######## block 1 ########
block_1/layer_met3.png
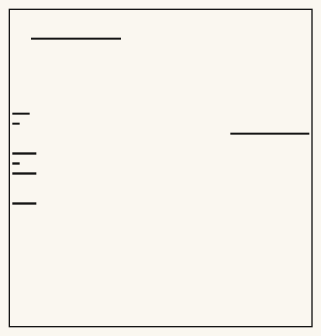

**config.mk**
```make
export PLATFORM = sky130hd
export DESIGN_NAME = cnt_updown_tc
export DESIGN_NICKNAME = d
export VERILOG_FILES = /design/src/rtl/cnt_updown_tc.sv
export SDC_FILE = /design/constraint.sdc
export NUM_CORES = 1
export LEC_CHECK = 0
export ABC_AREA = 1
export CAP_MARGIN = 20
export CORE_AREA = 2 2 39 41
export CTS_CLUSTER_DIAMETER = 50
export DETAILED_ROUTE_END_ITERATION = 8
export DIE_AREA = 0 0 41 43
export PLACE_DENSITY = 0.71
export SLEW_MARGIN = 20
export SYNTH_ARGS = -nofsm -noshare
export SYNTH_HDL_FRONTEND = slang
export SYNTH_SLANG_ARGS = --single-unit
```
**constraint.sdc**
```tcl
create_clock -name clk_i -period 2.2 [get_ports clk_i]
set_input_delay 0.33 -clock clk_i [delete_from_list [all_inputs] [get_ports clk_i]]
set_output_delay 0.33 -clock clk_i [all_outputs]
set_load 0.02 [all_outputs]
```
**src/rtl/cnt_updown_tc.sv**
```systemverilog
`default_nettype none
//============================================================================
// Module      : cnt_updown_tc
// Description : Loadable up/down counter with combinational terminal count
//               (ripple carry) and a registered one-cycle over/underflow
//               pulse. Stages cascade by feeding tc_o into the next en_i.
//               Optional macro CNT_SATURATE_EN: when defined, the counter
//               holds at its limit instead of wrapping.
// Revision    : 1.0 - initial release
//============================================================================
module cnt_updown_tc #(
    parameter int WIDTH   = 4,
    parameter int RST_VAL = 0
) (
    input  logic             clk_i,
    input  logic             rst_i,
    input  logic             clr_i,
    input  logic             load_i,
    input  logic [WIDTH-1:0] d_i,
    input  logic             en_i,
    input  logic             dir_i,
    output logic [WIDTH-1:0] q_o,
    output logic             tc_o,
    output logic             ovf_o
);

    localparam logic [WIDTH-1:0] c_ALL_ONES = {WIDTH{1'b1}};
    localparam logic [WIDTH-1:0] c_ZERO     = {WIDTH{1'b0}};
    localparam logic [WIDTH-1:0] c_ONE      = WIDTH'(1);
    localparam logic [WIDTH-1:0] c_RST_VAL  = WIDTH'(RST_VAL);

    logic [WIDTH-1:0] r_q;
    logic             r_ovf;
    logic [WIDTH-1:0] w_q_next;
    logic             w_ovf_next;
    logic             w_at_max;
    logic             w_at_min;
    logic             w_tc;

    // Limit detection and ripple-carry: tc is deliberately not masked by
    // clr/load so a cascaded stage sees the same carry as the flop does.
    always_comb begin
        w_at_max = (r_q == c_ALL_ONES);
        w_at_min = (r_q == c_ZERO);
        w_tc     = en_i & ((dir_i & w_at_max) | (~dir_i & w_at_min));
    end

    // Next-state selection with priority clear > load > count.
    always_comb begin
        w_q_next   = r_q;
        w_ovf_next = w_tc & ~clr_i & ~load_i;
        if (clr_i) begin
            w_q_next = c_ZERO;
        end else if (load_i) begin
            w_q_next = d_i;
        end else if (en_i) begin
`ifdef CNT_SATURATE_EN
            // At the limit the step is refused; ovf still flags the attempt.
            if (dir_i && !w_at_max) begin
                w_q_next = r_q + c_ONE;
            end else if (!dir_i && !w_at_min) begin
                w_q_next = r_q - c_ONE;
            end
`else
            // Modular arithmetic gives the wrap for free.
            if (dir_i) begin
                w_q_next = r_q + c_ONE;
            end else begin
                w_q_next = r_q - c_ONE;
            end
`endif
        end
    end

    // Count and overflow registers; reset acts immediately, not on an edge.
    always_ff @(posedge clk_i or posedge rst_i) begin
        if (rst_i) begin
            r_q   <= c_RST_VAL;
            r_ovf <= 1'b0;
        end else begin
            r_q   <= w_q_next;
            r_ovf <= w_ovf_next;
        end
    end

    assign q_o   = r_q;
    assign tc_o  = w_tc;
    assign ovf_o = r_ovf;

endmodule
`default_nettype wire

```
######## block 2 ########
**src/rtl/babbage_pkg.sv**
```systemverilog
// babbage_pkg: shared widths, config selector encodings and sweep state for the Babbage sequencer
package babbage_pkg;
    localparam int AW     = 2;
    localparam int BW     = 3;
    localparam int CW     = 4;
    localparam int DW     = 4;
    localparam int FW     = 6;
    localparam int GW     = 10;
    localparam int RW     = 32;
    localparam int NW_DEF = 7;

    typedef enum logic [2:0] {
        SEL_A, SEL_B, SEL_C, SEL_D, SEL_F, SEL_G, SEL_NFIRST, SEL_NLAST
    } cfg_sel_e;

    typedef enum logic [2:0] {
        S_IDLE, S_LAUNCH, S_WAIT, S_EMIT, S_FINISH
    } state_e;

    typedef struct packed {
        logic [AW-1:0] a;
        logic [BW-1:0] b;
        logic [CW-1:0] c;
        logic [DW-1:0] d;
        logic [FW-1:0] f;
        logic [GW-1:0] g;
    } coef_t;
endpackage

```
**src/rtl/babbage_coef_regs.sv**
```systemverilog
// babbage_coef_regs: cfg-writable shadow coefficients/range plus the per-sweep coefficient snapshot
module babbage_coef_regs
    import babbage_pkg::*;
#(
    parameter int NW = NW_DEF
) (
    input  logic          clk,
    input  logic          reset,
    input  logic          we,
    input  logic [2:0]    sel,
    input  logic [9:0]    data,
    input  logic          snap,
    output logic [NW-1:0] n_first,
    output logic [NW-1:0] n_last,
    output logic [AW-1:0] a,
    output logic [BW-1:0] b,
    output logic [CW-1:0] c,
    output logic [DW-1:0] d,
    output logic [FW-1:0] f,
    output logic [GW-1:0] g
);
    coef_t         shadow_q, snap_q;
    logic [NW-1:0] n_first_q, n_last_q;

    always_ff @(posedge clk) begin
        if (reset) begin
            shadow_q  <= '0;
            snap_q    <= '0;
            n_first_q <= '0;
            n_last_q  <= '0;
        end else begin
            if (we)
                case (cfg_sel_e'(sel))
                    SEL_A:      shadow_q.a <= data[AW-1:0];
                    SEL_B:      shadow_q.b <= data[BW-1:0];
                    SEL_C:      shadow_q.c <= data[CW-1:0];
                    SEL_D:      shadow_q.d <= data[DW-1:0];
                    SEL_F:      shadow_q.f <= data[FW-1:0];
                    SEL_G:      shadow_q.g <= data[GW-1:0];
                    SEL_NFIRST: n_first_q  <= data[NW-1:0];
                    SEL_NLAST:  n_last_q   <= data[NW-1:0];
                endcase
            if (snap)
                snap_q <= shadow_q;
        end
    end

    assign n_first = n_first_q;
    assign n_last  = n_last_q;
    assign a       = snap_q.a;
    assign b       = snap_q.b;
    assign c       = snap_q.c;
    assign d       = snap_q.d;
    assign f       = snap_q.f;
    assign g       = snap_q.g;
endmodule

```
**src/rtl/babbage_sweep_ctrl.sv**
```systemverilog
// babbage_sweep_ctrl: sweeps n over [n_first, n_last] through the difference engine and streams (n, result)
module babbage_sweep_ctrl
    import babbage_pkg::*;
#(
    parameter int TIMEOUT_CYC = 4096,
    parameter int NW          = NW_DEF
) (
    input  logic          clk,
    input  logic          reset,
    input  logic          cfg_we,
    input  logic [2:0]    cfg_sel,
    input  logic [9:0]    cfg_data,
    input  logic          sweep_start,
    input  logic          abort,
    input  logic          engine_ready,
    input  logic          engine_done,
    input  logic [RW-1:0] engine_result,
    output logic          engine_start,
    output logic [AW-1:0] engine_a,
    output logic [BW-1:0] engine_b,
    output logic [CW-1:0] engine_c,
    output logic [DW-1:0] engine_d,
    output logic [FW-1:0] engine_f,
    output logic [GW-1:0] engine_g,
    output logic [NW-1:0] engine_n,
    output logic          out_valid,
    input  logic          out_ready,
    output logic [NW-1:0] out_n,
    output logic [RW-1:0] out_value,
    output logic          busy,
    output logic          sweep_done,
    output logic          err_range,
    output logic          err_timeout
);
    localparam int TW = $clog2(TIMEOUT_CYC) + 1;

    state_e        state_q, state_d;
    logic [NW-1:0] n_first, n_last, n_q, out_n_q;
    logic [RW-1:0] out_value_q;
    logic [TW-1:0] tmo_q;
    logic          err_range_q, err_timeout_q, range_pulse_q;
    logic          idle, range_bad, start_ok, last, tmo_hit, kill, emit_hs;

    assign idle      = state_q == S_IDLE;
    assign range_bad = n_first > n_last;
    assign start_ok  = idle && sweep_start && !range_bad;
    assign last      = n_q == n_last;
    // tmo_q counts WAIT cycles from 0, so expiry lands TIMEOUT_CYC cycles after the start pulse
    assign tmo_hit   = tmo_q == TW'(TIMEOUT_CYC - 2);
    assign kill      = abort && !idle;
    assign emit_hs   = state_q == S_EMIT && out_ready;

    babbage_coef_regs #(.NW(NW)) u_coef (
        .clk     (clk),
        .reset   (reset),
        .we      (cfg_we && idle),
        .sel     (cfg_sel),
        .data    (cfg_data),
        .snap    (start_ok),
        .n_first (n_first),
        .n_last  (n_last),
        .a       (engine_a),
        .b       (engine_b),
        .c       (engine_c),
        .d       (engine_d),
        .f       (engine_f),
        .g       (engine_g)
    );

    always_ff @(posedge clk) begin
        if (reset)
            state_q <= S_IDLE;
        else
            state_q <= state_d;
    end

    always_comb begin
        state_d = state_q;
        unique case (state_q)
            S_IDLE:   state_d = start_ok ? S_LAUNCH : S_IDLE;
            S_LAUNCH: state_d = engine_ready ? S_WAIT : S_LAUNCH;
            S_WAIT:   state_d = engine_done ? S_EMIT : (tmo_hit ? S_FINISH : S_WAIT);
            S_EMIT:   state_d = out_ready ? (last ? S_FINISH : S_LAUNCH) : S_EMIT;
            S_FINISH: state_d = S_IDLE;
            default:  state_d = S_IDLE;
        endcase
        if (kill)
            state_d = S_IDLE;
    end

    always_comb begin
        engine_start = state_q == S_LAUNCH && engine_ready && !abort;
        out_valid    = state_q == S_EMIT;
        busy         = !idle;
        sweep_done   = (state_q == S_FINISH && !abort) || range_pulse_q;
    end

    always_ff @(posedge clk) begin
        if (reset) begin
            n_q           <= '0;
            tmo_q         <= '0;
            out_n_q       <= '0;
            out_value_q   <= '0;
            err_range_q   <= 1'b0;
            err_timeout_q <= 1'b0;
            range_pulse_q <= 1'b0;
        end else begin
            if (start_ok)
                n_q <= n_first;
            else if (emit_hs && !last && !kill)
                n_q <= n_q + 1'b1;
            tmo_q <= state_q == S_WAIT ? tmo_q + 1'b1 : '0;
            if (state_q == S_WAIT && engine_done && !kill) begin
                out_n_q     <= n_q;
                out_value_q <= engine_result;
            end
            if (idle && sweep_start)
                err_range_q <= range_bad;
            if (start_ok)
                err_timeout_q <= 1'b0;
            else if (state_q == S_WAIT && !engine_done && tmo_hit && !kill)
                err_timeout_q <= 1'b1;
            range_pulse_q <= idle && sweep_start && range_bad;
        end
    end

    assign engine_n    = n_q;
    assign out_n       = out_n_q;
    assign out_value   = out_value_q;
    assign err_range   = err_range_q;
    assign err_timeout = err_timeout_q;
endmodule

```
**config.mk**
```make
export PLATFORM = sky130hd
export DESIGN_NAME = babbage_sweep_ctrl
export DESIGN_NICKNAME = d
export VERILOG_FILES = /design/src/rtl/babbage_pkg.sv /design/src/rtl/babbage_coef_regs.sv /design/src/rtl/babbage_sweep_ctrl.sv
export SDC_FILE = /design/constraint.sdc
export NUM_CORES = 1
export LEC_CHECK = 0
export CAP_MARGIN = 20
export CORE_ASPECT_RATIO = 0.6
export CORE_MARGIN = 8
export CORE_UTILIZATION = 55
export CTS_BUF_LIST = sky130_fd_sc_hd__clkbuf_2
export DETAILED_ROUTE_END_ITERATION = 6
export PLACE_DENSITY = 0.87
export SYNTH_ARGS = -nofsm -noshare
export SYNTH_HDL_FRONTEND = slang
export SYNTH_SLANG_ARGS = --single-unit
```
**constraint.sdc**
```tcl
create_clock -name clk -period 5.82 [get_ports clk]
set_clock_uncertainty 0.2 [all_clocks]
set_input_delay 0.582 -clock clk [delete_from_list [all_inputs] [get_ports clk]]
set_output_delay 0.582 -clock clk [all_outputs]
set_load 0.02 [all_outputs]
```
block_1/metal_density.png
Scale bar: 10 um. 8 x 9 tiles, from dark purple (low) to yellow (high), scaled to the fullest tile. Values are wire area over tile area, all layers added.
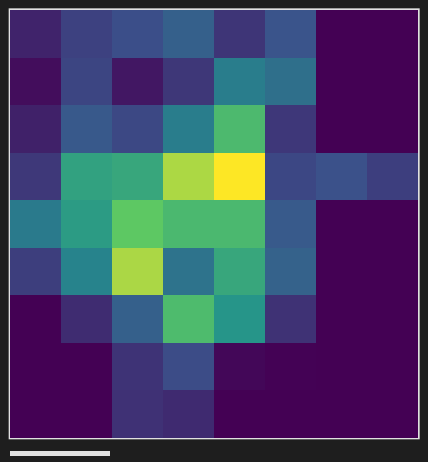
The densest ninth of the die: center. 18% of the tiles are over half the peak. The mean over all tiles is 0.074. The fullest tile reaches 0.32. The emptiest ninth of the die: south-east.

## Picture notes: block_1/layer_met3.png
The layer holds 4.2% of the routed length. The wires run mostly horizontal. The layer carries 34.9 um of wire. The longest straight run is 12.0 um. 8 nets have wire on it.

==> GITHUB_STEP_SUMMARY, block 1 <==
## PnR job results

| Metric | Value |
|---|---|
| Flop share of the area | `20.79%` |
| Flops | `5` |
| Fp_density | `28.75%` |
| Post-synthesis adder-cell area fraction | `11.32%` |
| Nonclk inv count | `10` |
| GR Util met1 | `18.21%` |
| Outcome | `finished, final reports clean` |
| Slew @ Worst Pin | `0.2266 ns` |
| Wl on met1 | `373 um` |
| Largest fanout on the critical path | `3` |
| Clock transition at path regs | `0.05 ns` |
| Worst setup EP type | `output port` |
| Most used cell, CP | `clkdlybuf4s50_1` |
| Top Family by Delay on Critical Path | `buffers and inverters` |
| Area reported by Yosys stat | `397.9 um^2` |
| Non-Filler Instances | `92` |
| H-tree lvl count | `1` |
==> block 1: power by group through the flow <==
stage | Sequential [mW] | Clock [mW] | Combinational, mW
2_1_floorplan | 0.125 | 0 | 0.0575
3_3_place_gp | 0.117 | 0 | 0.118
3_5_place_dp | 0.117 | 0 | 0.119
4_1_cts | 0.115 | 0.108 | 0.121
5_1_grt | 0.118 | 0.117 | 0.134
6_report | 0.115 | 0.102 | 0.119
==> block 1: worst register-to-register path: stages (launching register included) <==
cell	delay [ns]
dfrtp_1	0.42
ha_1	0.32
or2_1	0.23
nand3_1	0.08
nand3_1	0.07
nand2_1	0.07
nand2_1	0.05
block_2/layer_met2.png
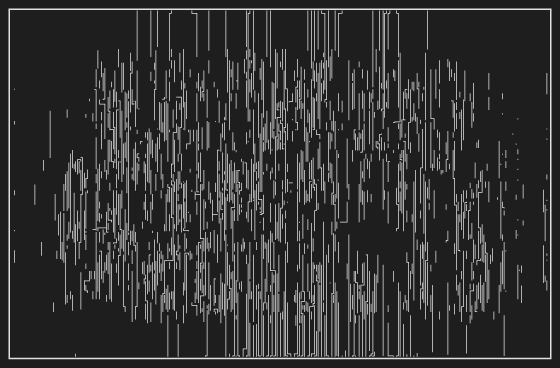
The layer holds 47% of the routed length. The wires run mostly vertical. The layer carries 6740 um of wire. The longest straight run is 34.8 um. 694 nets have wire on it.

==> GITHUB_STEP_SUMMARY, block 2 <==
## PnR job results

| Metric | Value |
|---|---|
| Data arrival, critical path | `2.49 ns` |
| XOR/XNOR Area Share | `3.324%` |
| GR Util All Layers | `20.69%` |
| Comb gate area | `2576 um^2` |
| Worst Setup Path Type | `register to output port` |
| Outcome | `finished, final reports clean` |
| Final slew viol count | `0` |
| Post-synth top cells | `137 x dfxtp_1, 100 x nand2_1, 95 x nor2_1` |
| Placed cell count | `852` |
| Worst R2R End | `u_coef.shadow_q[1]$_SDFFE_PP0P_` |
| Flop2flop setup slack | `2.96 ns` |
| Die Ht | `93.70 um` |
| Synth Area in Simple Gates | `19.99%` |
| Antenna cell count | `0` |
| Syn Nets | `680` |
| Initial antenna violation count | `0` |
| Hold wc startpoint | `reset` |
| Final wirelength | `14280 um` |
| Hold depth | `2` |
| Vias in the first global route | `4571` |
| CTS Hold Bufs | `0` |
| Library cells used by synthesis | `46` |
| Cell with the most instances after synthesis | `dfxtp_1` |
| Mapped Avg Cell Area | `8.969 um^2` |
| Root Buffer | `clkbuf_2` |
| Slew @ Worst Pin | `0.7992 ns` |
| Comb pwr | `0.353 mW` |
| Clock power share | `35.1%` |
| Routability cong. | `0.8937` |
| I/O pin total | `134` |
block 2: flip-flops by register name, indices dropped and copies added, names as in the netlist, 6 cells and up:
| signal | flops |
|---|---|
| out_n | 7 |
| out_value | 32 |
| u_coef.shadow_q | 29 |
| u_coef.n_first | 7 |
| engine_n | 7 |
| tmo_q | 13 |
| u_coef.n_last | 7 |
| u_coef.f | 6 |
| u_coef.g | 10 |
block 2: layout make-up:
type / instances / area share, %
clock buffer: 18 / 1.246
clock inverter: 14 / 3.356
inverter: 14 / 0.7266
multi-input combinational: 429 / 35.62
sequential: 137 / 37.92
tap: 135 / 2.336
timing repair buffer: 137 / 18.79

######## block 3 ########
block_3/layer_met1.png
Supply wires on this layer in gray.
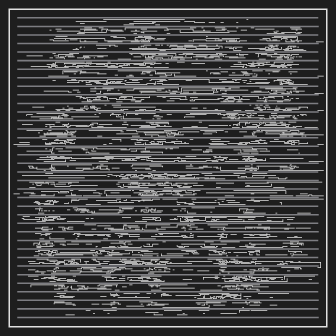
$ cat src/rtl/result_display.sv
// result_display: signed 20-bit result to BCD via double-dabble, plus multiplexed 7-segment scan
// Ports: clk, rst (async high); res_in/res_valid/res_ready accept a result;
// bcd/neg/done report the converted magnitude and sign; an/seg drive the display (active-low).
module result_display #(
  parameter int SCAN_DIV = 50000
) (
  input  logic        clk,
  input  logic        rst,
  input  logic [19:0] res_in,
  input  logic        res_valid,
  output logic        res_ready,
  output logic [23:0] bcd,
  output logic        neg,
  output logic        done,
  output logic [6:0]  an,
  output logic [6:0]  seg
);
  typedef enum logic [1:0] {IDLE, CONV, DONE} state_t;
  localparam logic [19:0] SCAN_MAX = 20'(SCAN_DIV - 1);
  state_t      r_state, w_next;
  logic [43:0] r_sh, w_adj;
  logic [4:0]  r_cnt;
  logic        r_neg_pend, r_neg, r_done;
  logic [23:0] r_bcd;
  logic [19:0] r_scan, w_mag;
  logic [2:0]  r_idx, w_m;
  logic [27:0] w_ext;
  logic [3:0]  w_dig;
  logic [6:0]  w_dseg;
  // 0x80000 negates to itself, which read unsigned is exactly 524288
  assign w_mag = res_in[19] ? ~res_in + 20'd1 : res_in;
  always_comb begin
    w_adj = r_sh;
    for (int k = 0; k < 6; k++)
      if (r_sh[20+4*k +: 4] >= 4'd5) w_adj[20+4*k +: 4] = r_sh[20+4*k +: 4] + 4'd3;
  end
  always_comb begin
    w_next = r_state == IDLE ? (res_valid ? CONV : IDLE) :
             r_state == CONV ? (r_cnt == 5'd19 ? DONE : CONV) : IDLE;
  end
  always_ff @(posedge clk or posedge rst) begin
    if (rst) begin
      r_state    <= IDLE;
      r_sh       <= '0;
      r_cnt      <= '0;
      r_neg_pend <= 1'b0;
      r_bcd      <= '0;
      r_neg      <= 1'b0;
      r_done     <= 1'b0;
    end else begin
      r_state <= w_next;
      r_done  <= 1'b0;
      if (r_state == IDLE && res_valid) begin
        r_sh       <= {24'd0, w_mag};
        r_neg_pend <= res_in[19];
        r_cnt      <= '0;
      end
      if (r_state == CONV) begin
        r_sh  <= {w_adj[42:0], 1'b0};
        r_cnt <= r_cnt + 5'd1;
      end
      if (r_state == DONE) begin
        r_bcd  <= r_sh[43:20];
        r_neg  <= r_neg_pend;
        r_done <= 1'b1;
      end
    end
  end
  always_ff @(posedge clk or posedge rst) begin
    if (rst) begin
      r_scan <= '0;
      r_idx  <= '0;
    end else begin
      r_scan <= r_scan == SCAN_MAX ? 20'd0 : r_scan + 20'd1;
      if (r_scan == SCAN_MAX) r_idx <= r_idx == 3'd6 ? 3'd0 : r_idx + 3'd1;
    end
  end
  // m: index of the most significant nonzero digit, 0 for a zero magnitude
  always_comb begin
    w_m = 3'd0;
    for (int k = 1; k < 6; k++)
      if (r_bcd[4*k +: 4] != 4'd0) w_m = 3'(k);
  end
  assign w_ext = {4'd0, r_bcd};
  assign w_dig = w_ext[{r_idx, 2'b00} +: 4];
  always_comb begin
    w_dseg = 7'h7F;
    case (w_dig)
      4'd0: w_dseg = 7'h40;
      4'd1: w_dseg = 7'h79;
      4'd2: w_dseg = 7'h24;
      4'd3: w_dseg = 7'h30;
      4'd4: w_dseg = 7'h19;
      4'd5: w_dseg = 7'h12;
      4'd6: w_dseg = 7'h02;
      4'd7: w_dseg = 7'h78;
      4'd8: w_dseg = 7'h00;
      4'd9: w_dseg = 7'h10;
      default: w_dseg = 7'h7F;
    endcase
  end
  assign seg = r_idx <= w_m ? w_dseg :
               r_idx == w_m + 3'd1 ? (r_neg ? 7'h3F : 7'h7F) : 7'h7F;
  assign an        = ~(7'b1 << r_idx);
  assign res_ready = r_state == IDLE;
  assign bcd       = r_bcd;
  assign neg       = r_neg;
  assign done      = r_done;
endmodule
$ cat config.mk
export PLATFORM = sky130hd
export DESIGN_NAME = result_display
export DESIGN_NICKNAME = d
export VERILOG_FILES = /design/src/rtl/result_display.sv
export SDC_FILE = /design/constraint.sdc
export NUM_CORES = 1
export LEC_CHECK = 0
export CORE_MARGIN = 2
export CORE_UTILIZATION = 60
export DETAILED_ROUTE_END_ITERATION = 7
export HOLD_SLACK_MARGIN = 0.05
export PLACE_DENSITY_LB_ADDON = 0.2
export SLEW_MARGIN = 40
export SYNTH_ARGS = -nofsm -noshare
export SYNTH_HDL_FRONTEND = slang
export SYNTH_SLANG_ARGS = --single-unit
$ cat constraint.sdc
create_clock -name clk -period 6.7 [get_ports clk]
set_input_delay 0.67 -clock clk [delete_from_list [all_inputs] [get_ports clk]]
set_output_delay 0.67 -clock clk [all_outputs]
set_load 0.01 [all_outputs]
==> GITHUB_STEP_SUMMARY <==
## PnR job results

| Metric | Value |
|---|---|
| Outcome | `finished, final reports clean` |
| Crit path buf inv count | `2` |
| Mapped Avg Cell Area | `9.648 um^2` |
| Flop2flop setup slack | `4.60 ns` |
| Met2 GRT Util | `41.92%` |
| RSZ-0062 raised after global routing | `false` |
| Clk ins delay skew pair | `0.35 ns` |
| Worst setup EP type | `output port` |
| Yosys aoi share | `15.26%` |
| CTS Hold Bufs | `0` |
| Max VDD drop | `0.2369 mV` |
| First-pass iteration count of the detailed router | `6` |
| Die Ht | `100.4 um` |
| Layout cells sized above 1 | `4.574%` |
| Buffer share of cell area | `10.35%` |
| Wirelength per Cell | `15.90 um` |
| Largest cell class | `multi-input combinational cells` |
| Net switching power figure | `0.8584 mW` |
| CTS sink count | `101` |
| Resized cells post-CTS | `0` |
| Multi-input gates | `423` |
| Data arrival, critical path | `3.54 ns` |
| CTS Buffer Depth | `2` |
Notes on block_3/layer_met1.png above:
609 nets have wire on it. The layer carries 5480 um of wire.

==> path summary, 6_finish.rpt <==
kind                                             end  depth (start not counted)
worst min register to register  r_scan[19]$_DFF_PP0_                          1
worst min-delay path            r_scan[19]$_DFF_PP0_                          1
worst max-delay path                          seg[6]                          8
max in group asynchronous       r_sh[40]$_DFFE_PP0P_                          3
min in group asynchronous        r_scan[6]$_DFF_PP0_                          2
worst max register to register  r_idx[1]$_DFFE_PP0N_                          5
==> sequential cells by signal (all words and copies together), names as in the netlist <==
name        flops
r_sh           44
bcd            24
r_scan         20
r_cnt           5
r_idx           3
r_state         2
done            1
neg             1
r_neg_pend      1


==> screenshots <==
Clock routing.
shot_01.png
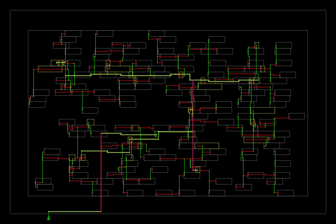
shot_02.png
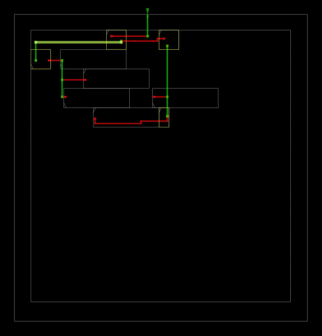
shot_03.png
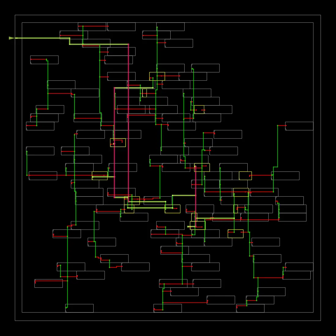
shot_03.png -> block 3
shot_02.png -> block 1
shot_01.png -> block 2
The one with the most clock buffers is shot_01.png.
The one with the most sequential cells is shot_01.png.

No activity file was given, so power comes from the tool's default toggle rates.
